==================== difficulty_select
Figure 1. Sequential cells colored by netlist name (difficulty_select).
The bar under the picture is 20 um long.
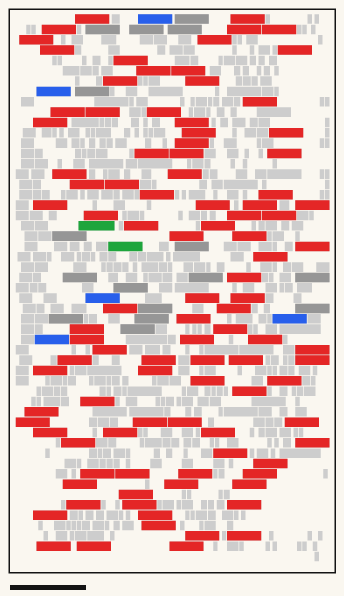

### src/rtl/difficulty_select_pkg.sv
// difficulty_select_pkg: button indices, difficulty codes and idle game-state code shared with game-side blocks.
package difficulty_select_pkg;
   localparam int BTN_L = 0;
   localparam int BTN_C = 1;
   localparam int BTN_R = 2;
   localparam int BTN_U = 3;
   localparam int BTN_D = 4;
   typedef logic [1:0] diff_t;
   localparam diff_t DIFF_EASY = 2'd1;
   localparam diff_t DIFF_MED  = 2'd2;
   localparam diff_t DIFF_HARD = 2'd3;
   localparam logic [31:0] GAME_IDLE = 32'd0;
endpackage

### src/rtl/difficulty_select_button_debounce.sv
// button_debounce: two-flop synchronizer plus stable-count debouncer for one raw button.
module button_debounce #(
   parameter int DEBOUNCE_CYCLES = 500000,
   parameter int CNT_W = 20
) (
   input  logic clock,
   input  logic reset,
   input  logic raw,
   output logic level
);
   localparam logic [CNT_W-1:0] CNT_MAX = CNT_W'(DEBOUNCE_CYCLES - 1);
   logic sync1_q, sync2_q, level_q, level_d;
   logic [CNT_W-1:0] cnt_q, cnt_d;
   always_comb begin
      level_d = level_q;
      cnt_d = cnt_q + 1'b1;
      if (sync2_q == level_q) begin
         cnt_d = '0;
      end else if (cnt_q == CNT_MAX) begin
         level_d = sync2_q;
         cnt_d = '0;
      end
   end
   always_ff @(posedge clock or posedge reset) begin
      if (reset) begin
         sync1_q <= 1'b0;
         sync2_q <= 1'b0;
         level_q <= 1'b0;
         cnt_q <= '0;
      end else begin
         sync1_q <= raw;
         sync2_q <= sync1_q;
         level_q <= level_d;
         cnt_q <= cnt_d;
      end
   end
   assign level = level_q;
endmodule

### src/rtl/difficulty_select.sv
// difficulty_select: debounces the five board buttons and maintains the 1..3 difficulty word,
// accepting changes only while the game is idle.
module difficulty_select
   import difficulty_select_pkg::*;
#(
   parameter int DEBOUNCE_CYCLES = 500000,
   parameter int CNT_W = 20,
   parameter logic [31:0] IDLE_STATE = GAME_IDLE,
   parameter logic [31:0] DIFF_RESET = 32'd1
) (
   input  logic        clock,
   input  logic        reset,
   input  logic [4:0]  btn_raw,
   input  logic [31:0] game_state,
   output logic [31:0] difficulty,
   output logic [4:0]  btn_level,
   output logic [4:0]  press_pulse,
   output logic        difficulty_changed
);
   logic [4:0] prev_q;
   diff_t diff_q, diff_d;
   logic changed_q, changed_d;
   genvar i;
   for (i = 0; i < 5; i++) begin : g_btn
      button_debounce #(.DEBOUNCE_CYCLES(DEBOUNCE_CYCLES), .CNT_W(CNT_W)) u_db (
         .clock(clock),
         .reset(reset),
         .raw(btn_raw[i]),
         .level(btn_level[i])
      );
   end
   assign press_pulse = btn_level & ~prev_q;
   // Pulses outside idle are simply dropped; the chain encodes L > C > R > U > D.
   always_comb begin
      diff_d = diff_q;
      if (game_state == IDLE_STATE)
         diff_d = press_pulse[BTN_L] ? DIFF_EASY :
                  press_pulse[BTN_C] ? DIFF_MED  :
                  press_pulse[BTN_R] ? DIFF_HARD :
                  press_pulse[BTN_U] ? ((diff_q == DIFF_HARD) ? DIFF_HARD : diff_q + 2'd1) :
                  press_pulse[BTN_D] ? ((diff_q == DIFF_EASY) ? DIFF_EASY : diff_q - 2'd1) :
                  diff_q;
      changed_d = diff_d != diff_q;
   end
   always_ff @(posedge clock or posedge reset) begin
      if (reset) begin
         prev_q <= '0;
         diff_q <= DIFF_RESET[1:0];
         changed_q <= 1'b0;
      end else begin
         prev_q <= btn_level;
         diff_q <= diff_d;
         changed_q <= changed_d;
      end
   end
   assign difficulty = {30'd0, diff_q};
   assign difficulty_changed = changed_q;
endmodule

### config.mk
export PLATFORM = sky130hd
export DESIGN_NAME = difficulty_select
export DESIGN_NICKNAME = d
export VERILOG_FILES = /design/src/rtl/difficulty_select_pkg.sv /design/src/rtl/difficulty_select_button_debounce.sv /design/src/rtl/difficulty_select.sv
export SDC_FILE = /design/constraint.sdc
export NUM_CORES = 1
export LEC_CHECK = 0
export ABC_AREA = 0
export ABC_CLOCK_PERIOD_IN_PS = 4350
export CAP_MARGIN = 20
export CORE_ASPECT_RATIO = 1.75
export CORE_MARGIN = 1
export CORE_UTILIZATION = 50
export CTS_CLUSTER_SIZE = 12
export DETAILED_ROUTE_END_ITERATION = 16
export PLACE_DENSITY_LB_ADDON = 0.15
export SLEW_MARGIN = 20
export SYNTH_ARGS = -nofsm -noshare
export SYNTH_HDL_FRONTEND = slang
export SYNTH_SLANG_ARGS = --single-unit
### constraint.sdc
create_clock -name clock -period 4.35 [get_ports clock]
set_input_delay 1.0875 -clock clock [delete_from_list [all_inputs] [get_ports clock]]
set_output_delay 1.0875 -clock clock [all_outputs]
set_load 0.02 [all_outputs]
==================== ysyx_22040237_mc_ctrl
`src/rtl/ysyx_22040237_mc_ctrl_pkg.sv`:
```
// Shared definitions for the ysyx_22040237 multi-cycle controller:
// FSM state encodings, trap cause codes and the default reset PC.
package ysyx_22040237_mc_ctrl_pkg;

  typedef enum logic [3:0] {
    CTRL_FETCH  = 4'd0,
    CTRL_FWAIT  = 4'd1,
    CTRL_DECODE = 4'd2,
    CTRL_EXEC   = 4'd3,
    CTRL_MEM    = 4'd4,
    CTRL_MWAIT  = 4'd5,
    CTRL_WB     = 4'd6,
    CTRL_HALT   = 4'd7,
    CTRL_TRAP   = 4'd8
  } ctrl_state_e;

  typedef enum logic [1:0] {
    TRAP_INVALID   = 2'd0,
    TRAP_FETCH_ERR = 2'd1,
    TRAP_LSU_ERR   = 2'd2,
    TRAP_TIMEOUT   = 2'd3
  } trap_cause_e;

  localparam logic [63:0] RESET_PC_DEFAULT = 64'h8000_0000;

endpackage

```
`src/rtl/ysyx_22040237_wdog.sv`:
```
// Wait-state watchdog: counts enabled cycles since the last clear and flags
// the TIMEOUT-th consecutive waiting cycle.
module ysyx_22040237_wdog #(
  parameter int CNT_W   = 10,
  parameter int TIMEOUT = 1023
) (
  input  logic clk,
  input  logic rst,
  input  logic clr,
  input  logic en,
  output logic expired
);

  logic [CNT_W-1:0] cnt_q;

  // cnt_q holds the number of waiting cycles already completed, so the cycle
  // seeing TIMEOUT-1 is the TIMEOUT-th one.
  assign expired = en && (cnt_q == CNT_W'(TIMEOUT - 1));

  always_ff @(posedge clk) begin
    if (rst || clr) begin
      cnt_q <= '0;
    end else if (en && !expired) begin
      cnt_q <= cnt_q + CNT_W'(1);
    end
  end

endmodule

```
`src/rtl/ysyx_22040237_mc_ctrl.sv`:
```
// Multi-cycle sequencer for the NPC core: drives fetch, execute, LSU and
// writeback, owns PC/mcycle/minstret and parks in sticky HALT/TRAP states.
module ysyx_22040237_mc_ctrl
  import ysyx_22040237_mc_ctrl_pkg::*;
#(
  parameter logic [63:0] RESET_PC = RESET_PC_DEFAULT,
  parameter int          TIMEOUT  = 1023,
  parameter int          CNT_W    = 10
) (
  input  logic        clk,
  input  logic        rst,
  output logic        ifu_req_valid_o,
  input  logic        ifu_req_ready_i,
  input  logic        ifu_resp_valid_i,
  input  logic        ifu_resp_err_i,
  output logic        ir_wr_en_o,
  output logic [63:0] pc_o,
  input  logic        dec_invalid_i,
  input  logic        dec_ebreak_i,
  input  logic        dec_load_i,
  input  logic        dec_store_i,
  input  logic        dec_rd_wr_en_i,
  input  logic        exu_multi_i,
  output logic        exu_start_o,
  input  logic        exu_done_i,
  input  logic [63:0] next_pc_i,
  output logic        lsu_req_valid_o,
  input  logic        lsu_req_ready_i,
  input  logic        lsu_resp_valid_i,
  input  logic        lsu_resp_err_i,
  output logic        rf_wr_en_o,
  output logic        rf_wr_sel_o,
  output logic        commit_o,
  output logic        halt_o,
  output logic        trap_o,
  output logic [1:0]  trap_cause_o,
  output logic [63:0] mcycle_o,
  output logic [63:0] minstret_o
);

  ctrl_state_e state_q, state_d;
  trap_cause_e cause_q, cause_d;
  logic [63:0] pc_q, mcycle_q, minstret_q;
  logic        load_q, store_q, rd_wr_q, multi_q, exu_started_q;
  logic        latch_flags, pc_load, commit;
  logic        ifu_req, ir_wr, exu_start, lsu_req, rf_wr, rf_sel;
  logic        wd_en, wd_expired;

  assign wd_en = (state_q == CTRL_FWAIT) || (state_q == CTRL_MWAIT) ||
                 ((state_q == CTRL_EXEC) && multi_q);

  ysyx_22040237_wdog #(.CNT_W(CNT_W), .TIMEOUT(TIMEOUT)) u_wdog (
    .clk     (clk),
    .rst     (rst),
    .clr     (state_d != state_q),
    .en      (wd_en),
    .expired (wd_expired)
  );

  always_comb begin
    // NOTE: every signal written here gets a default first, so no path can infer a latch.
    state_d     = state_q;
    cause_d     = cause_q;
    latch_flags = 1'b0;
    pc_load     = 1'b0;
    commit      = 1'b0;
    ifu_req     = 1'b0;
    ir_wr       = 1'b0;
    exu_start   = 1'b0;
    lsu_req     = 1'b0;
    rf_wr       = 1'b0;
    rf_sel      = 1'b0;
    unique case (state_q)
      CTRL_FETCH: begin
        ifu_req = 1'b1;
        if (ifu_req_ready_i) state_d = CTRL_FWAIT;
      end
      CTRL_FWAIT: begin
        if (ifu_resp_valid_i) begin
          if (ifu_resp_err_i) begin
            state_d = CTRL_TRAP;
            cause_d = TRAP_FETCH_ERR;
          end else begin
            ir_wr   = 1'b1;
            state_d = CTRL_DECODE;
          end
        end else if (wd_expired) begin
          state_d = CTRL_TRAP;
          cause_d = TRAP_TIMEOUT;
        end
      end
      CTRL_DECODE: begin
        if (dec_invalid_i) begin
          state_d = CTRL_TRAP;
          cause_d = TRAP_INVALID;
        end else if (dec_ebreak_i) begin
          commit  = 1'b1;
          state_d = CTRL_HALT;
        end else begin
          latch_flags = 1'b1;
          state_d     = CTRL_EXEC;
        end
      end
      CTRL_EXEC: begin
        exu_start = !exu_started_q;
        if (!multi_q || exu_done_i) begin
          state_d = (load_q || store_q) ? CTRL_MEM : CTRL_WB;
        end else if (wd_expired) begin
          state_d = CTRL_TRAP;
          cause_d = TRAP_TIMEOUT;
        end
      end
      CTRL_MEM: begin
        lsu_req = 1'b1;
        if (lsu_req_ready_i) state_d = CTRL_MWAIT;
      end
      CTRL_MWAIT: begin
        if (lsu_resp_valid_i) begin
          if (lsu_resp_err_i) begin
            state_d = CTRL_TRAP;
            cause_d = TRAP_LSU_ERR;
          end else begin
            state_d = CTRL_WB;
          end
        end else if (wd_expired) begin
          state_d = CTRL_TRAP;
          cause_d = TRAP_TIMEOUT;
        end
      end
      CTRL_WB: begin
        rf_wr   = rd_wr_q && !store_q;
        rf_sel  = load_q;
        pc_load = 1'b1;
        commit  = 1'b1;
        state_d = CTRL_FETCH;
      end
      CTRL_HALT, CTRL_TRAP: state_d = state_q;
      default:              state_d = CTRL_FETCH;
    endcase
  end

  always_ff @(posedge clk) begin
    // NOTE: sequential state uses non-blocking assignments so every register samples pre-edge values.
    if (rst) begin
      state_q       <= CTRL_FETCH;
      cause_q       <= TRAP_INVALID;
      pc_q          <= RESET_PC;
      mcycle_q      <= '0;
      minstret_q    <= '0;
      load_q        <= 1'b0;
      store_q       <= 1'b0;
      rd_wr_q       <= 1'b0;
      multi_q       <= 1'b0;
      exu_started_q <= 1'b0;
    end else begin
      state_q       <= state_d;
      cause_q       <= cause_d;
      exu_started_q <= (state_q == CTRL_EXEC);
      if (latch_flags) begin
        load_q  <= dec_load_i;
        store_q <= dec_store_i;
        rd_wr_q <= dec_rd_wr_en_i;
        multi_q <= exu_multi_i;
      end
      if (pc_load) pc_q <= next_pc_i;
      if (state_q != CTRL_HALT && state_q != CTRL_TRAP) mcycle_q <= mcycle_q + 64'd1;
      if (commit) minstret_q <= minstret_q + 64'd1;
    end
  end

  // Reset is synchronous, so outputs are masked while it is held.
  assign ifu_req_valid_o = ifu_req && !rst;
  assign ir_wr_en_o      = ir_wr && !rst;
  assign exu_start_o     = exu_start && !rst;
  assign lsu_req_valid_o = lsu_req && !rst;
  assign rf_wr_en_o      = rf_wr && !rst;
  assign rf_wr_sel_o     = rf_sel && !rst;
  assign commit_o        = commit && !rst;
  assign halt_o          = (state_q == CTRL_HALT) && !rst;
  assign trap_o          = (state_q == CTRL_TRAP) && !rst;
  assign trap_cause_o    = ((state_q == CTRL_TRAP) && !rst) ? cause_q : 2'd0;
  assign pc_o            = pc_q;
  assign mcycle_o        = mcycle_q;
  assign minstret_o      = minstret_q;

endmodule

```
`config.mk`:
```
export PLATFORM = sky130hd
export DESIGN_NAME = ysyx_22040237_mc_ctrl
export DESIGN_NICKNAME = d
export VERILOG_FILES = /design/src/rtl/ysyx_22040237_mc_ctrl_pkg.sv /design/src/rtl/ysyx_22040237_wdog.sv /design/src/rtl/ysyx_22040237_mc_ctrl.sv
export SDC_FILE = /design/constraint.sdc
export NUM_CORES = 1
export LEC_CHECK = 0
export ABC_AREA = 0
export CORE_MARGIN = 4
export CORE_UTILIZATION = 35
export CTS_CLUSTER_DIAMETER = 100
export CTS_CLUSTER_SIZE = 10
export DETAILED_ROUTE_END_ITERATION = 12
export SLEW_MARGIN = 0
export SYNTH_ARGS = -nofsm -noshare
export SYNTH_HDL_FRONTEND = slang
export SYNTH_SLANG_ARGS = --single-unit
```
`constraint.sdc`:
```
create_clock -name clk -period 2 [get_ports clk]
set_input_delay 0.2 -clock clk [delete_from_list [all_inputs] [get_ports clk]]
set_output_delay 0.2 -clock clk [all_outputs]
set_load 0.02 [all_outputs]
```

## Gallery

Placement density heat map.
shot_01.png
The bar under the picture is 50 um long. The die is cut into 17 by 17 equal tiles; white is low, dark blue is high, 0 to 100% covered.
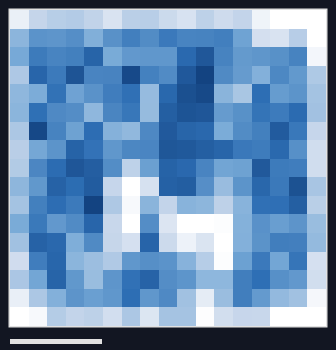
shot_02.png
The bar under the picture is 20 um long. The die is cut into 9 by 15 equal tiles; white is low, dark blue is high, 0 to 100% covered.
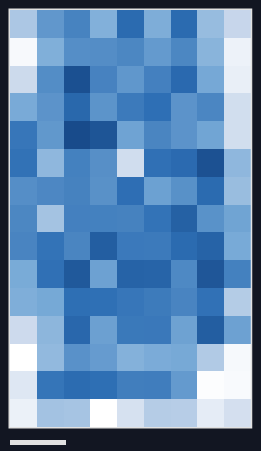
- difficulty_select = shot_02.png
- ysyx_22040237_mc_ctrl = shot_01.png
- largest die: shot_01.png

Figure 2. Power grid (difficulty_select).
The bar under the picture is 20 um long. Pins as bars on the die edge. Tap cells in gray.
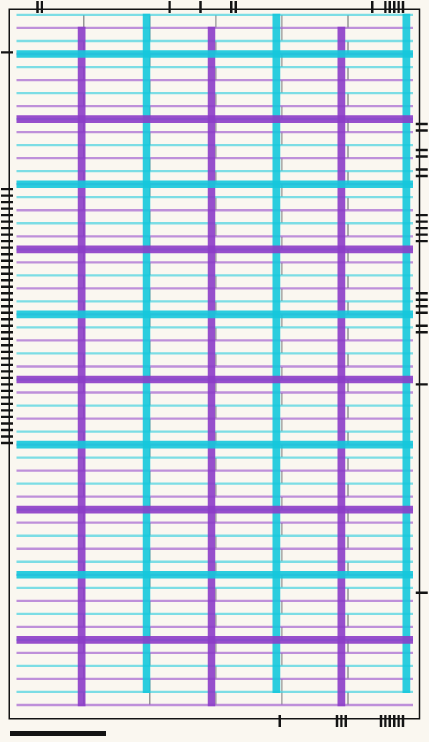
- purple: VSS
- cyan: VDD
- met5 straps: 10
- met4 straps: 6
- rows: 53
- signal pins: 82
VDD IR max: 0.233 mV
Die Ht: 148 um
core box area: 11900 um2
Die Wd: 85.4 um

About Figure 1:
- green: diff_q (sequential cells 2)
- blue: g_btn.u_db.sync1_q (sequential cells 5)
- red: g_btn.u_db.cnt_q (sequential cells 100; where widely spread)
- not colored: 16
Finished Core Util: 60.0%
storage element area: 3080 um2
sequential power: 0.00117 W
sequential cell area share: 43.0%

==> deck_impl_summary.md, difficulty_select <==
Key Metrics from the Run

Run status
  – Status: complete, no violations

Setup path
  – Crit-path slowest cell: clkdlybuf4s50_1
  – FF-to-FF setup slack: 2030 ps

Yosys
  – EDFF count, synth: 0
  – Post-Syn Instances: about 620
  – Yosys cell types: 40
  – Yosys stat area: approximately 6100 um2

Timing
  – WHS: 347 ps
  – Crit path time final: just under 3000 ps

Global route
  – Met3 usage in global routing: under 10%
  – Global-route track usage on met2: 35.2%

Routing
  – Top layer in use: met4
  – DRT Pass-1 Iters: 4

Power
  – Comb power: about 0.00013 W
  – Clk. pwr: 0.00139 W

Cells and area
  – Non-filler instance count after layout: about 820
  – Clock network area share: 8.12%
  – Final #Nets: a little over 700

Clocking
  – Cts bufs inserted: 17

Placement
  – Hpwl dp: 8020 um
-- difficulty_select: synth_stat cells, types with 3 or more instances --
master      n  area, um2
nand2_1    33        124
nor3_1     23        115
nand4_1    22        138
inv_1      24       90.1
nor2_1    127        477
buf_2       5       25.0
dfrtp_1   122       3050
and4_1      7       61.3
or2_2       3       18.8
nor4b_1     3       26.3
ha_1        8        100
or3_1       3       18.8
nor4_1     22        138
nand2b_1    3       18.8
buf_4      38        285
mux2_2      5       56.3
xor2_1     34        298
xnor2_1    62        543
and3_1     12       75.1
nand3_1    33        165
Figure 3. Placed standard cells (ysyx_22040237_mc_ctrl).
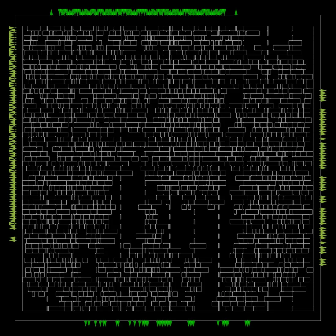
cell row count: 59
Finished Core Util: 59.3%

==> deck_impl_summary.md, ysyx_22040237_mc_ctrl <==
Key Metrics from the Run

Run status
  – Violated checks: setup timing
  – Status: complete, but fails checks

Clocking
  – # resized after CTS: between 100 and 150

Yosys
  – Synth area leader: dfxtp_1
  – Main synth FF type: dfxtp_1
  – XOR Share, Synth: between 10% and 20%

Placement
  – GPL Wtd Cong: about 0.85

Timing
  – Slew HR: 53.3%
  – Setup Viol. Count Final: 16
  – PnR worst setup slack: -66.7 ps

Cells and area
  – Most frequent cells in the layout: 268 x clkdlybuf4s50_1, 182 x dfxtp_1, 177 x buf_4

Global route
  – GR Layer Usage met1: 24.4%
  – Global-route track usage on met2: around a third

Power
  – Comb power: about 0.00065 W

Setup path
  – Worst path bufs/invs: 3
  – R2R depth: 9
-- ysyx_22040237_mc_ctrl: worst min path at each step --
| stage | from | endpoint |
|---|---|---|
| 2_1_floorplan | next_pc_i[31] | pc_o[31] |
| 3_3_place_gp | pc_o[48] | pc_o[48] |
| 3_5_place_dp | pc_o[41] | pc_o[41] |
| 4_1_cts | next_pc_i[37] | pc_o[37] |
| 5_1_grt | next_pc_i[29] | pc_o[29] |
| 6_report | next_pc_i[37] | pc_o[37] |
-- ysyx_22040237_mc_ctrl: worst min-delay path: stages --
cell and delay [ps]:
clkdlybuf4s50_1 390, nand2_1 50, a21oi_1 50

==================== alu_wide_sequencer
--- src/rtl/alu_wide_sequencer.sv ---
// Sequences a 64-bit sum/xor/and/or through a 32-bit external ALU in two halves (LO then HI).
// Optional macro ALU_SEQ_NARROW_EN adds cmd_narrow: a single 32-bit pass that skips HI.
module alu_wide_sequencer (
  input  logic        clk,
  input  logic        reset,
  input  logic        cmd_valid,
  output logic        cmd_ready,
  input  logic [1:0]  cmd_op,
  input  logic [63:0] cmd_a,
  input  logic [63:0] cmd_b,
  input  logic        cmd_cin,
`ifdef ALU_SEQ_NARROW_EN
  input  logic        cmd_narrow,
`endif
  output logic [3:0]  ALUMODE,
  output logic [8:0]  OPMODE,
  output logic        USE_SIMD,
  output logic [31:0] X,
  output logic [31:0] Y,
  output logic [31:0] Z,
  output logic [31:0] W,
  output logic        CIN,
  input  logic [31:0] S,
  input  logic        alu_carry_out,
  output logic        res_valid,
  input  logic        res_ready,
  output logic [63:0] res_data,
  output logic        res_carry
);

  typedef enum logic [1:0] {IDLE, LO, HI, DONE} state_t;
  typedef enum logic [1:0] {OP_SUM = 2'b00, OP_XOR = 2'b01, OP_AND = 2'b10, OP_OR = 2'b11} op_t;

  state_t      r_state;
  logic [1:0]  r_op;
  logic        r_narrow;
  logic [31:0] r_aHi;
  logic [31:0] r_bHi;
  logic        r_carry;
  logic        r_cmdReady;
  logic        r_resValid;
  logic [63:0] r_resData;
  logic        r_resCarry;
  logic [3:0]  r_aluMode;
  logic [8:0]  r_opMode;
  logic [31:0] r_x;
  logic [31:0] r_y;
  logic        r_cin;
  logic        w_isSum;

  function automatic logic [3:0] aluModeFor(input logic [1:0] op);
    case (op)
      OP_SUM:  aluModeFor = 4'b0000;
      OP_XOR:  aluModeFor = 4'b0100;
      default: aluModeFor = 4'b1100;
    endcase
  endfunction

  // and/or share ALUMODE 1100; OPMODE[3] selects or
  function automatic logic [8:0] opModeFor(input logic [1:0] op);
    opModeFor = (op == OP_OR) ? 9'h008 : 9'h000;
  endfunction

  assign w_isSum = (r_op == OP_SUM);

  always_ff @(posedge clk) begin
    if (reset) begin
      r_state    <= IDLE;
      r_op       <= 2'b00;
      r_narrow   <= 1'b0;
      r_aHi      <= '0;
      r_bHi      <= '0;
      r_carry    <= 1'b0;
      r_cmdReady <= 1'b1;
      r_resValid <= 1'b0;
      r_resData  <= '0;
      r_resCarry <= 1'b0;
      r_aluMode  <= '0;
      r_opMode   <= '0;
      r_x        <= '0;
      r_y        <= '0;
      r_cin      <= 1'b0;
    end else begin
      case (r_state)
        IDLE: begin
          if (cmd_valid) begin
            r_op       <= cmd_op;
`ifdef ALU_SEQ_NARROW_EN
            r_narrow   <= cmd_narrow;
`else
            r_narrow   <= 1'b0;
`endif
            r_aHi      <= cmd_a[63:32];
            r_bHi      <= cmd_b[63:32];
            r_x        <= cmd_a[31:0];
            r_y        <= cmd_b[31:0];
            r_cin      <= (cmd_op == OP_SUM) ? cmd_cin : 1'b0;
            r_aluMode  <= aluModeFor(cmd_op);
            r_opMode   <= opModeFor(cmd_op);
            r_cmdReady <= 1'b0;
            r_state    <= LO;
          end
        end
        LO: begin
          r_resData[31:0] <= S;
          r_carry         <= alu_carry_out;
          if (r_narrow) begin
            r_resData[63:32] <= '0;
            r_resCarry       <= w_isSum ? alu_carry_out : 1'b0;
            r_resValid       <= 1'b1;
            r_x              <= '0;
            r_y              <= '0;
            r_cin            <= 1'b0;
            r_aluMode        <= '0;
            r_opMode         <= '0;
            r_state          <= DONE;
          end else begin
            // Upper half rides on the carry just produced by the lower half
            r_x     <= r_aHi;
            r_y     <= r_bHi;
            r_cin   <= w_isSum ? alu_carry_out : 1'b0;
            r_state <= HI;
          end
        end
        HI: begin
          r_resData[63:32] <= S;
          r_resCarry       <= w_isSum ? alu_carry_out : 1'b0;
          r_resValid       <= 1'b1;
          r_x              <= '0;
          r_y              <= '0;
          r_cin            <= 1'b0;
          r_aluMode        <= '0;
          r_opMode         <= '0;
          r_state          <= DONE;
        end
        DONE: begin
          if (res_ready) begin
            r_resValid <= 1'b0;
            r_cmdReady <= 1'b1;
            r_state    <= IDLE;
          end
        end
        default: r_state <= IDLE;
      endcase
    end
  end

  assign cmd_ready = r_cmdReady;
  assign res_valid = r_resValid;
  assign res_data  = r_resData;
  assign res_carry = r_resCarry;
  assign ALUMODE   = r_aluMode;
  assign OPMODE    = r_opMode;
  assign X         = r_x;
  assign Y         = r_y;
  assign CIN       = r_cin;
  assign USE_SIMD  = 1'b0;
  assign Z         = '0;
  assign W         = '0;

endmodule

--- config.mk ---
export PLATFORM = sky130hd
export DESIGN_NAME = alu_wide_sequencer
export DESIGN_NICKNAME = d
export VERILOG_FILES = /design/src/rtl/alu_wide_sequencer.sv
export SDC_FILE = /design/constraint.sdc
export NUM_CORES = 1
export LEC_CHECK = 0
export CAP_MARGIN = 20
export CORE_MARGIN = 4
export CORE_UTILIZATION = 40
export DETAILED_ROUTE_END_ITERATION = 7
export PLACE_DENSITY = 0.72
export RECOVER_POWER = 25
export SKIP_LAST_GASP = 1
export SYNTH_ARGS = -nofsm -noshare
export SYNTH_HDL_FRONTEND = slang
export SYNTH_SLANG_ARGS = --single-unit
--- constraint.sdc ---
create_clock -name clk -period 2 [get_ports clk]
set_input_delay 0.5 -clock clk [delete_from_list [all_inputs] [get_ports clk]]
set_output_delay 0.5 -clock clk [all_outputs]
set_load 0.02 [all_outputs]
==================== dpwm_freq_divider
===== src/rtl/dpwm_freq_divider.sv =====
// dpwm_freq_divider: runtime-programmable divisor table plus divide counter
// for a DPWM core. It emits a one-cycle period tick, the active divisor and
// the active select index. Changes to the selection or to the table take
// effect only at a period boundary, so a running period is never cut short
// or stretched.
//
// Optional build macro: SEL_SYNC_EN
//   defined   - sel goes through a 2-flop synchronizer (reset 0) before use
//   undefined - sel is used directly and must already be synchronous to clk
module dpwm_freq_divider #(
  parameter int SEL_W = 3,
  parameter int CNT_W = 7
) (
  input  logic             clk,
  input  logic             rst_n,
  input  logic             en,
  input  logic [SEL_W-1:0] sel,
  input  logic             cfg_we,
  input  logic [SEL_W-1:0] cfg_addr,
  input  logic [CNT_W-1:0] cfg_data,
  output logic             tick,
  output logic [CNT_W-1:0] paradiv,
  output logic [SEL_W-1:0] sel_act,
  output logic [CNT_W-1:0] cnt
);

  localparam int N_SEL = 2 ** SEL_W;

  // Factory divisor for a table slot; every slot past the eighth gets 6.
  function automatic logic [CNT_W-1:0] default_entry(input int idx);
    logic [CNT_W-1:0] val;
    case (idx)
      32'd0:   val = CNT_W'(41);
      32'd1:   val = CNT_W'(25);
      32'd2:   val = CNT_W'(16);
      32'd3:   val = CNT_W'(12);
      32'd4:   val = CNT_W'(10);
      32'd5:   val = CNT_W'(8);
      32'd6:   val = CNT_W'(7);
      default: val = CNT_W'(6);
    endcase
    return val;
  endfunction

  logic [CNT_W-1:0] tbl [N_SEL];
  logic [SEL_W-1:0] sel_use;
  logic [CNT_W-1:0] eff_raw;
  logic [CNT_W-1:0] eff;
  logic             last_cnt;

`ifdef SEL_SYNC_EN
  logic [SEL_W-1:0] sel_meta;
  logic [SEL_W-1:0] sel_sync;

  // Two-stage synchronizer bringing sel into the clk domain.
  always_ff @(posedge clk or negedge rst_n) begin
    if (!rst_n) begin
      sel_meta <= SEL_W'(0);
      sel_sync <= SEL_W'(0);
    end else begin
      sel_meta <= sel;
      sel_sync <= sel_meta;
    end
  end

  assign sel_use = sel_sync;
`else
  assign sel_use = sel;
`endif

  // Divisor table: defaults on reset, single-port write from the config bus.
  always_ff @(posedge clk or negedge rst_n) begin
    if (!rst_n) begin
      for (int i = 0; i < N_SEL; i++) begin
        tbl[i] <= default_entry(i);
      end
    end else if (cfg_we) begin
      tbl[cfg_addr] <= cfg_data;
    end else begin
      tbl[cfg_addr] <= tbl[cfg_addr];
    end
  end

  // Effective divisor lookup; 0 and 1 would give no real period, so clamp to 2.
  always_comb begin
    eff_raw = tbl[sel_use];
    if (eff_raw < CNT_W'(2)) begin
      eff = CNT_W'(2);
    end else begin
      eff = eff_raw;
    end
  end

  // Final count of the running period, derived from registered state only.
  always_comb begin
    if (cnt == (paradiv - CNT_W'(1))) begin
      last_cnt = 1'b1;
    end else begin
      last_cnt = 1'b0;
    end
  end

  // Tick is only meaningful while counting; idle keeps it low.
  always_comb begin
    if (en) begin
      tick = last_cnt;
    end else begin
      tick = 1'b0;
    end
  end

  // Divide counter. Idle tracks the selection each cycle; running reloads
  // divisor and select only on the last count of a period.
  always_ff @(posedge clk or negedge rst_n) begin
    if (!rst_n) begin
      cnt     <= CNT_W'(0);
      paradiv <= CNT_W'(41);
      sel_act <= SEL_W'(0);
    end else if (!en) begin
      cnt     <= CNT_W'(0);
      paradiv <= eff;
      sel_act <= sel_use;
    end else if (last_cnt) begin
      cnt     <= CNT_W'(0);
      paradiv <= eff;
      sel_act <= sel_use;
    end else begin
      cnt     <= cnt + CNT_W'(1);
      paradiv <= paradiv;
      sel_act <= sel_act;
    end
  end

endmodule


===== config.mk =====
export PLATFORM = sky130hd
export DESIGN_NAME = dpwm_freq_divider
export DESIGN_NICKNAME = d
export VERILOG_FILES = /design/src/rtl/dpwm_freq_divider.sv
export SDC_FILE = /design/constraint.sdc
export NUM_CORES = 1
export LEC_CHECK = 0
export ABC_AREA = 1
export CORE_ASPECT_RATIO = 1.1
export CORE_UTILIZATION = 30
export CTS_CLUSTER_DIAMETER = 60
export DETAILED_ROUTE_END_ITERATION = 16
export GPL_ROUTABILITY_DRIVEN = 0
export MAX_ROUTING_LAYER = met4
export PLACE_DENSITY = 0.57
export SLEW_MARGIN = 10
export SYNTH_ARGS = -nofsm -noshare
export SYNTH_HDL_FRONTEND = slang
export SYNTH_SLANG_ARGS = --single-unit

===== constraint.sdc =====
create_clock -name clk -period 2.22 [get_ports clk]
set_input_delay 0.444 -clock clk [delete_from_list [all_inputs] [get_ports clk]]
set_output_delay 0.444 -clock clk [all_outputs]
set_load 0.01 [all_outputs]

==================== serial_pattern_tx
===== config.mk =====
export PLATFORM = sky130hd
export DESIGN_NAME = serial_pattern_tx
export DESIGN_NICKNAME = d
export VERILOG_FILES = /design/src/rtl/serial_pattern_tx_pkg.sv /design/src/rtl/serial_pattern_shifter.sv /design/src/rtl/serial_pattern_tx.sv
export SDC_FILE = /design/constraint.sdc
export NUM_CORES = 1
export LEC_CHECK = 0
export CORE_ASPECT_RATIO = 1.1
export CORE_MARGIN = 1
export CORE_UTILIZATION = 45
export CTS_CLUSTER_DIAMETER = 150
export CTS_CLUSTER_SIZE = 20
export DETAILED_ROUTE_END_ITERATION = 7
export PLACE_DENSITY = 0.72
export RECOVER_POWER = 25
export SLEW_MARGIN = 20
export SYNTH_ARGS = -nofsm -noshare
export SYNTH_HDL_FRONTEND = slang
export SYNTH_SLANG_ARGS = --single-unit

===== constraint.sdc =====
create_clock -name clk -period 1.5 [get_ports clk]
set_clock_uncertainty 0.05 [all_clocks]
set_input_delay 0.225 -clock clk [delete_from_list [all_inputs] [get_ports clk]]
set_output_delay 0.225 -clock clk [all_outputs]
set_load 0.005 [all_outputs]

===== src/rtl/serial_pattern_tx_pkg.sv =====
// Shared types and constants for the serial pattern transmitter.
// The optional inter-repetition gap is enabled with SERIAL_PATTERN_TX_GAP_EN.
package serial_pattern_tx_pkg;

    typedef enum logic [1:0] {
        ST_IDLE  = 2'd0,
        ST_SHIFT = 2'd1,
        ST_GAP   = 2'd2,
        ST_DONE  = 2'd3
    } state_e;

    localparam int DEFAULT_WIDTH = 4;
    localparam int DEFAULT_IDX_W = $clog2(DEFAULT_WIDTH);

    // Bit-index width for a given pattern length (WIDTH is at least 2).
    function automatic int idx_width(input int width);
        return (width < 2) ? 1 : $clog2(width);
    endfunction

    localparam logic X_RST     = 1'b0;
    localparam logic VALID_RST = 1'b0;
    localparam logic BUSY_RST  = 1'b0;
    localparam logic DONE_RST  = 1'b0;

endpackage


===== src/rtl/serial_pattern_shifter.sv =====
// Parallel-load, MSB-out shift register with a bit-index down-counter.
// Load takes priority over shift; last_bit is high while the index is 0.
module serial_pattern_shifter
    import serial_pattern_tx_pkg::*;
#(
    parameter int WIDTH = 4
) (
    input  logic             clk,
    input  logic             reset,
    input  logic             load,
    input  logic             shift,
    input  logic [WIDTH-1:0] load_data,
    output logic             msb,
    output logic             last_bit
);

    localparam int IDX_W = idx_width(WIDTH);

    logic [WIDTH-1:0] sr;
    logic [IDX_W-1:0] idx;

    // NOTE: sequential state is assigned with <= so every flop samples pre-edge values.
    always_ff @(posedge clk) begin
        if (reset) begin
            sr  <= '0;
            idx <= '0;
        end else if (load) begin
            sr  <= load_data;
            idx <= IDX_W'(WIDTH - 1);
        end else if (shift) begin
            sr <= {sr[WIDTH-2:0], 1'b0};
            if (idx != '0) begin
                idx <= idx - IDX_W'(1);
            end
        end
    end

    assign msb      = sr[WIDTH-1];
    assign last_bit = (idx == '0);

endmodule


===== src/rtl/serial_pattern_tx.sv =====
// Serial pattern transmitter: sends a latched pattern MSB-first `count` times.
// Define SERIAL_PATTERN_TX_GAP_EN to insert GAP idle cycles between repetitions.
module serial_pattern_tx
    import serial_pattern_tx_pkg::*;
#(
    parameter int WIDTH = 4,
    parameter int CNT_W = 8,
    parameter int GAP   = 2
) (
    input  logic             clk,
    input  logic             reset,
    input  logic             start,
    input  logic [WIDTH-1:0] pattern,
    input  logic [CNT_W-1:0] count,
    output logic             x,
    output logic             valid,
    output logic             busy,
    output logic             done
);

    localparam logic [1:0] IDLE  = ST_IDLE;
    localparam logic [1:0] SHIFT = ST_SHIFT;
    localparam logic [1:0] GAP_S = ST_GAP;
    localparam logic [1:0] DONE  = ST_DONE;

    logic [1:0]       state, state_next;
    logic [CNT_W-1:0] rep_cnt;
    logic [WIDTH-1:0] pat_q;
    logic             accept;
    logic             sh_load, sh_shift, sh_msb, sh_last;
    logic [WIDTH-1:0] sh_data;

`ifdef SERIAL_PATTERN_TX_GAP_EN
    logic [7:0] gap_cnt;
`else
    logic unused_gap_cfg;
    assign unused_gap_cfg = ^8'(GAP);
`endif

    assign accept  = (state == IDLE) && start && (count != '0);
    assign sh_data = accept ? pattern : pat_q;

    // NOTE: every signal driven here gets a default first, so no latch is inferred.
    always_comb begin
        state_next = state;
        sh_load    = 1'b0;
        sh_shift   = 1'b0;
        case (state)
            IDLE: begin
                if (start) begin
                    state_next = (count != '0) ? SHIFT : DONE;
                    sh_load    = (count != '0);
                end
            end
            SHIFT: begin
                sh_shift = 1'b1;
                if (sh_last) begin
                    if (rep_cnt == CNT_W'(1)) begin
                        state_next = DONE;
                    end else begin
`ifdef SERIAL_PATTERN_TX_GAP_EN
                        state_next = GAP_S;
`else
                        sh_load = 1'b1;
`endif
                    end
                end
            end
            GAP_S: begin
`ifdef SERIAL_PATTERN_TX_GAP_EN
                if (gap_cnt == 8'd0) begin
                    state_next = SHIFT;
                    sh_load    = 1'b1;
                end
`else
                state_next = IDLE;
`endif
            end
            DONE:    state_next = IDLE;
            default: state_next = IDLE;
        endcase
    end

    always_ff @(posedge clk) begin
        if (reset) begin
            state   <= IDLE;
            rep_cnt <= '0;
            pat_q   <= '0;
            valid   <= VALID_RST;
            busy    <= BUSY_RST;
            done    <= DONE_RST;
        end else begin
            state <= state_next;
            valid <= (state_next == SHIFT);
            busy  <= (state_next != IDLE);
            done  <= (state_next == DONE);
            if (accept) begin
                rep_cnt <= count;
                pat_q   <= pattern;
            end else if (state == SHIFT && sh_last) begin
                rep_cnt <= rep_cnt - CNT_W'(1);
            end
        end
    end

`ifdef SERIAL_PATTERN_TX_GAP_EN
    // Loaded on the last bit so GAP lasts exactly GAP cycles (counts GAP-1 down to 0).
    always_ff @(posedge clk) begin
        if (reset) begin
            gap_cnt <= 8'd0;
        end else if (state == SHIFT && sh_last) begin
            gap_cnt <= 8'(GAP - 1);
        end else if (state == GAP_S && gap_cnt != 8'd0) begin
            gap_cnt <= gap_cnt - 8'd1;
        end
    end
`endif

    serial_pattern_shifter #(.WIDTH(WIDTH)) u_shifter (
        .clk       (clk),
        .reset     (reset),
        .load      (sh_load),
        .shift     (sh_shift),
        .load_data (sh_data),
        .msb       (sh_msb),
        .last_bit  (sh_last)
    );

    assign x = valid ? sh_msb : X_RST;

endmodule



==> layout pictures side by side <==
Placement density heat map.
Plate I
The bar under the picture is 10 um long. The die is cut into 10 by 11 equal tiles; white is low, dark blue is high, 0 to 100% covered.
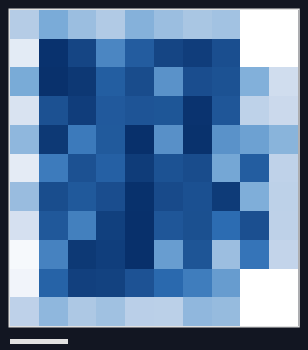
Plate II
The bar under the picture is 50 um long. The die is cut into 16 by 16 equal tiles; white is low, dark blue is high, 0 to 100% covered.
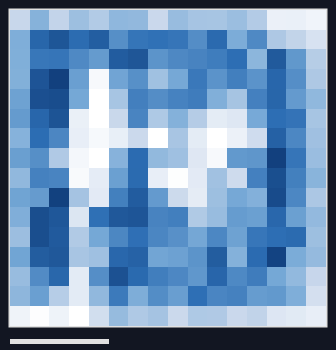
Plate III
The bar under the picture is 20 um long. The die is cut into 12 by 13 equal tiles; white is low, dark blue is high, 0 to 100% covered.
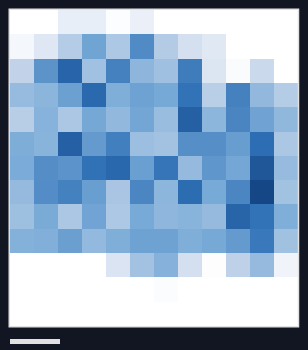
serial_pattern_tx -> Plate I
alu_wide_sequencer -> Plate II
dpwm_freq_divider -> Plate III
Of these, lowest utilization: Plate III

Key to Plate II:
- fullest tile: 94%
- tiles over 75% full: 18%
- emptiest ninth of the die: center
- mean over tiles: 50%

Figure 4. Power grid (alu_wide_sequencer).
The bar under the picture is 50 um long. Pins as bars on the die edge. Tap cells in gray.
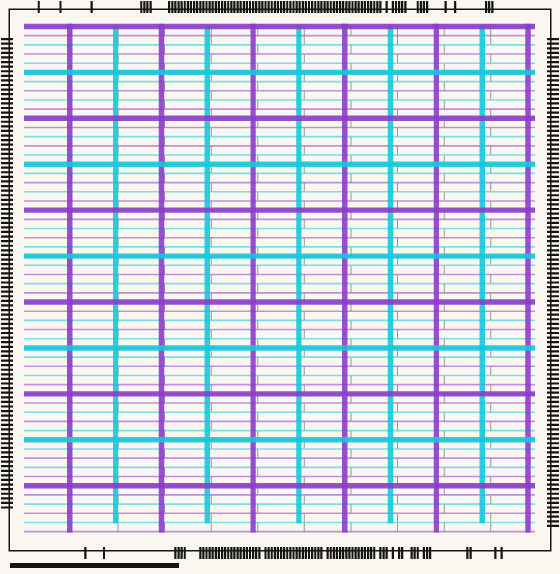
- cyan: VDD
- purple: VSS
- met1 rails: 56
- rows: 55
- met5 straps: 11
- met4 straps: 11
- tap cells: 285

==> deck_impl_summary.md, alu_wide_sequencer <==
Key Metrics from the Run

Floorplanning
  – Core box area: 22600 um2

Yosys
  – Yosys simple share: between 10% and 20%
  – Post-synthesis sequential element count: 203

Power
  – Overall Power: 0.0201 W
  – Clk. pwr: between 0.004 and 0.005 W

Placement
  – Area after DPL: about 12000 um2

Run status
  – Status: complete, no violations

Cells and area
  – Most numerous logic cell after layout: clkdlybuf4s50_1
  – Inverters: 4
  – Area-dominant class: logic gates

Global route
  – Gr usage total: roughly a fifth

Setup path
  – R2R depth: 6
  – Reg-to-Reg Start: r_state[1]
  – Largest stage delay on the critical path: 630 ps

Routing
  – Met3 wire length: between 2000 and 3000 um

Timing
  – Slew HR: 57.4%
[alu_wide_sequencer: layer usage]
metal / track usage (%) / vias up
li1: - / 3765
met1: 24.3 / 3609
met2: 34.1 / 280
met3: 7.25 / 38
met4: 4.34 / 2
met5: 0 / -
[alu_wide_sequencer: how the worst min path moves through the flow]
stage               from         to  cells past startpoint
4_1_cts            reset  r_aHi[31]                      2
2_1_floorplan    r_op[0]    r_op[0]                      2
5_1_grt            reset  r_bHi[12]                      2
3_3_place_gp    r_aHi[3]   r_aHi[3]                      2
3_5_place_dp   r_bHi[29]  r_bHi[29]                      2
6_report           reset  r_aHi[31]                      2
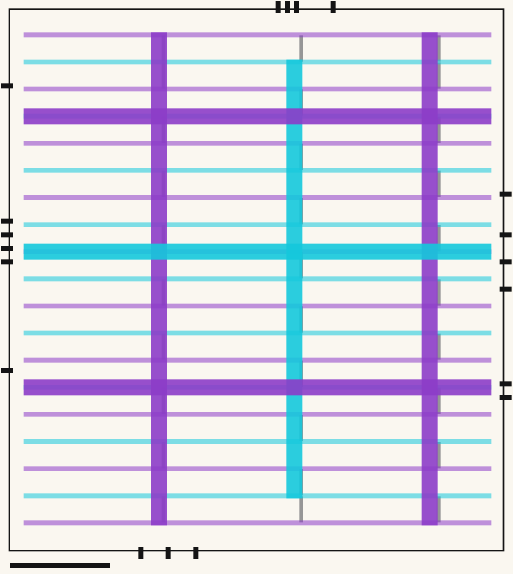
Figure 5: serial_pattern_tx, power grid.
The bar under the picture is 10 um long. Pins as bars on the die edge. Tap cells in gray.
- cyan: VDD
- purple: VSS
- tap cells: 30
- met5 straps: 3
Die Wd: 49.4 um
Die Ht: 54.2 um
VDD IR max: 0.589 mV

==> deck_impl_summary.md, serial_pattern_tx <==
Key Metrics from the Run

Run status
  – Violated checks: setup timing
  – Status: complete, but fails checks

Routing
  – DRT Pass-1 Iters: 4
  – Remaining antenna violation count after routing: 0
  – Drt drc: 0

Yosys
  – Synth area leader: dfxtp_1
  – Main area contributors: dfxtp_1 41%, mux2i_1 5.4%, nor2_1 5.1%
  – Post-Synth Adder-Cell Area: 3.37%
  – Syn. warnings: 0
  – Cell count listed in synth_stat.txt: 123

Timing
  – Crit path time final: between 1500 and 2000 ps
  – PnR worst setup slack: -37.6 ps
  – Setup Viol. Count Final: 3

Global route
  – GRT overflow: 0

Clocking
  – H-tree depth: 1
  – Worst-skew pair later-pin latency: 320 ps

Placement
  – # port buffers: 18

Power
  – Internal power: 0.00104 W
  – Comb power: 0.000494 W
  – Logic pwr share: 32.8%

Cells and area
  – Final #Nets: 182
  – Non-filler instance count after layout: 193
  – Flop Count: 23
  – Storage element area: between 400 and 500 um2
  – Plain + repair buffers: around 42
  – NonClk Buf Share: 22.8%

Floorplanning
  – Fp_density: between 40% and 50%
  – Cell row count: 18

Worst hold path
  – Worst hold path startpoint: count[1]
-- serial_pattern_tx: metal layers --
| metal | part of all wire, % | up-vias | track usage, % |
|---|---|---|---|
| met5 | 0 | - | 0 |
| met4 | 0.55 | 0 | 9.05 |
| met3 | 2.6 | 2 | 2.82 |
| met2 | 53 | 16 | 38.8 |
| met1 | 44 | 515 | 27.3 |
| li1 | - | 541 | - |
-- serial_pattern_tx: sequential cells by signal, summed over array words and instances (netlist names) --
register,cells
done,1
state,2
valid,1
u_shifter.sr,4
busy,1
rep_cnt,8
pat_q,4
u_shifter.idx,2
Figure 6. Power grid (dpwm_freq_divider).
The bar under the picture is 20 um long. Pins as bars on the die edge. Tap cells in gray.
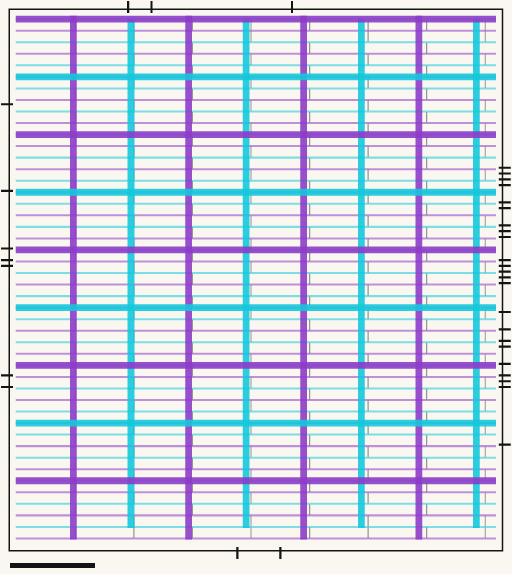
- purple: VSS
- cyan: VDD
- signal pins: 35
- tap cells: 188
- met5 straps: 9
- met4 straps: 8
core box area: 13900 um2
VDD IR max: 0.385 mV
Die Wd: 116 um
Die Ht: 127 um

==> deck_impl_summary.md, dpwm_freq_divider <==
Key Metrics from the Run

Yosys
  – Yosys stat area: 4280 um2
  – Register area share after synthesis: between 40% and 50%
  – Mux area share: 0%
  – Main area contributors: dfrtp_1 31%, nand3_1 15%, dfstp_2 12%
  – Yosys top cell by instances: nand3_1
  – Max-area cell share: between 30 and 40%

Run status
  – Status: complete, but fails checks
  – Violated checks: setup timing

Setup path
  – Worst Setup EP: tick
  – CP Launch Point: paradiv[0]
  – Worst Path Arrival: between 2000 and 2500 ps

Cells and area
  – Comb area: 2020 um2
  – Share of post-route cells with drive strength above 1: ~15%
  – Fillers: around 1400
  – Inverters: 69

Timing
  – PnR worst setup slack: -230 ps
  – Setup Viol. Count Final: 1
  – Worst-margin pin slew: roughly 480 ps

Clocking
  – TritonCTS clock tree: done
  – Post-CTS Setup Inserts: 3
[dpwm_freq_divider: worst max-delay path: stages (launching register included)]
cell	delay [ps]
dfstp_2	530
inv_2	50
ha_4	160
or2_4	230
nand2_2	50
nand2_1	50
nand2_1	70
nand3_2	90
or2_4	250
nor2_4	80
buf_6	100
[dpwm_freq_divider: stage by stage]
| step | worst slack, ps | setup TNS (ps) |
|---|---|---|
| after CTS | -228 | -228 |
| final | -230 | -230 |
| after floorplan | 18.2 | 0 |
| after global routing | -282 | -282 |
| after global placement | -352 | -352 |
| after detailed placement | -379 | -379 |


==> screenshots <==
Placed standard cells.
panel A
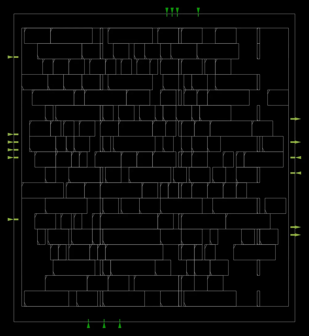
panel B
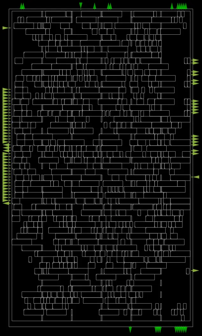
panel C
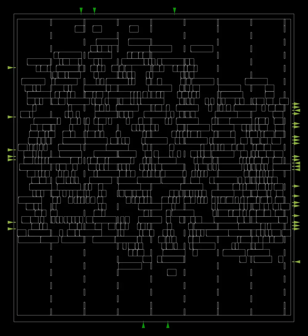
panel D
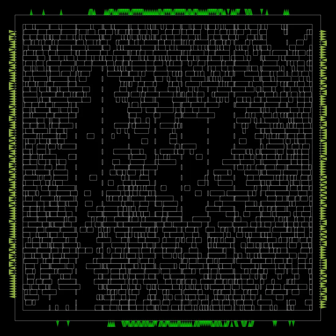
Of these, lowest utilization: panel C
Panel C comes from dpwm_freq_divider.
Panel D comes from alu_wide_sequencer.
Panel A comes from serial_pattern_tx.
Panel B comes from difficulty_select.

Power and IR drop assume default switching activity.
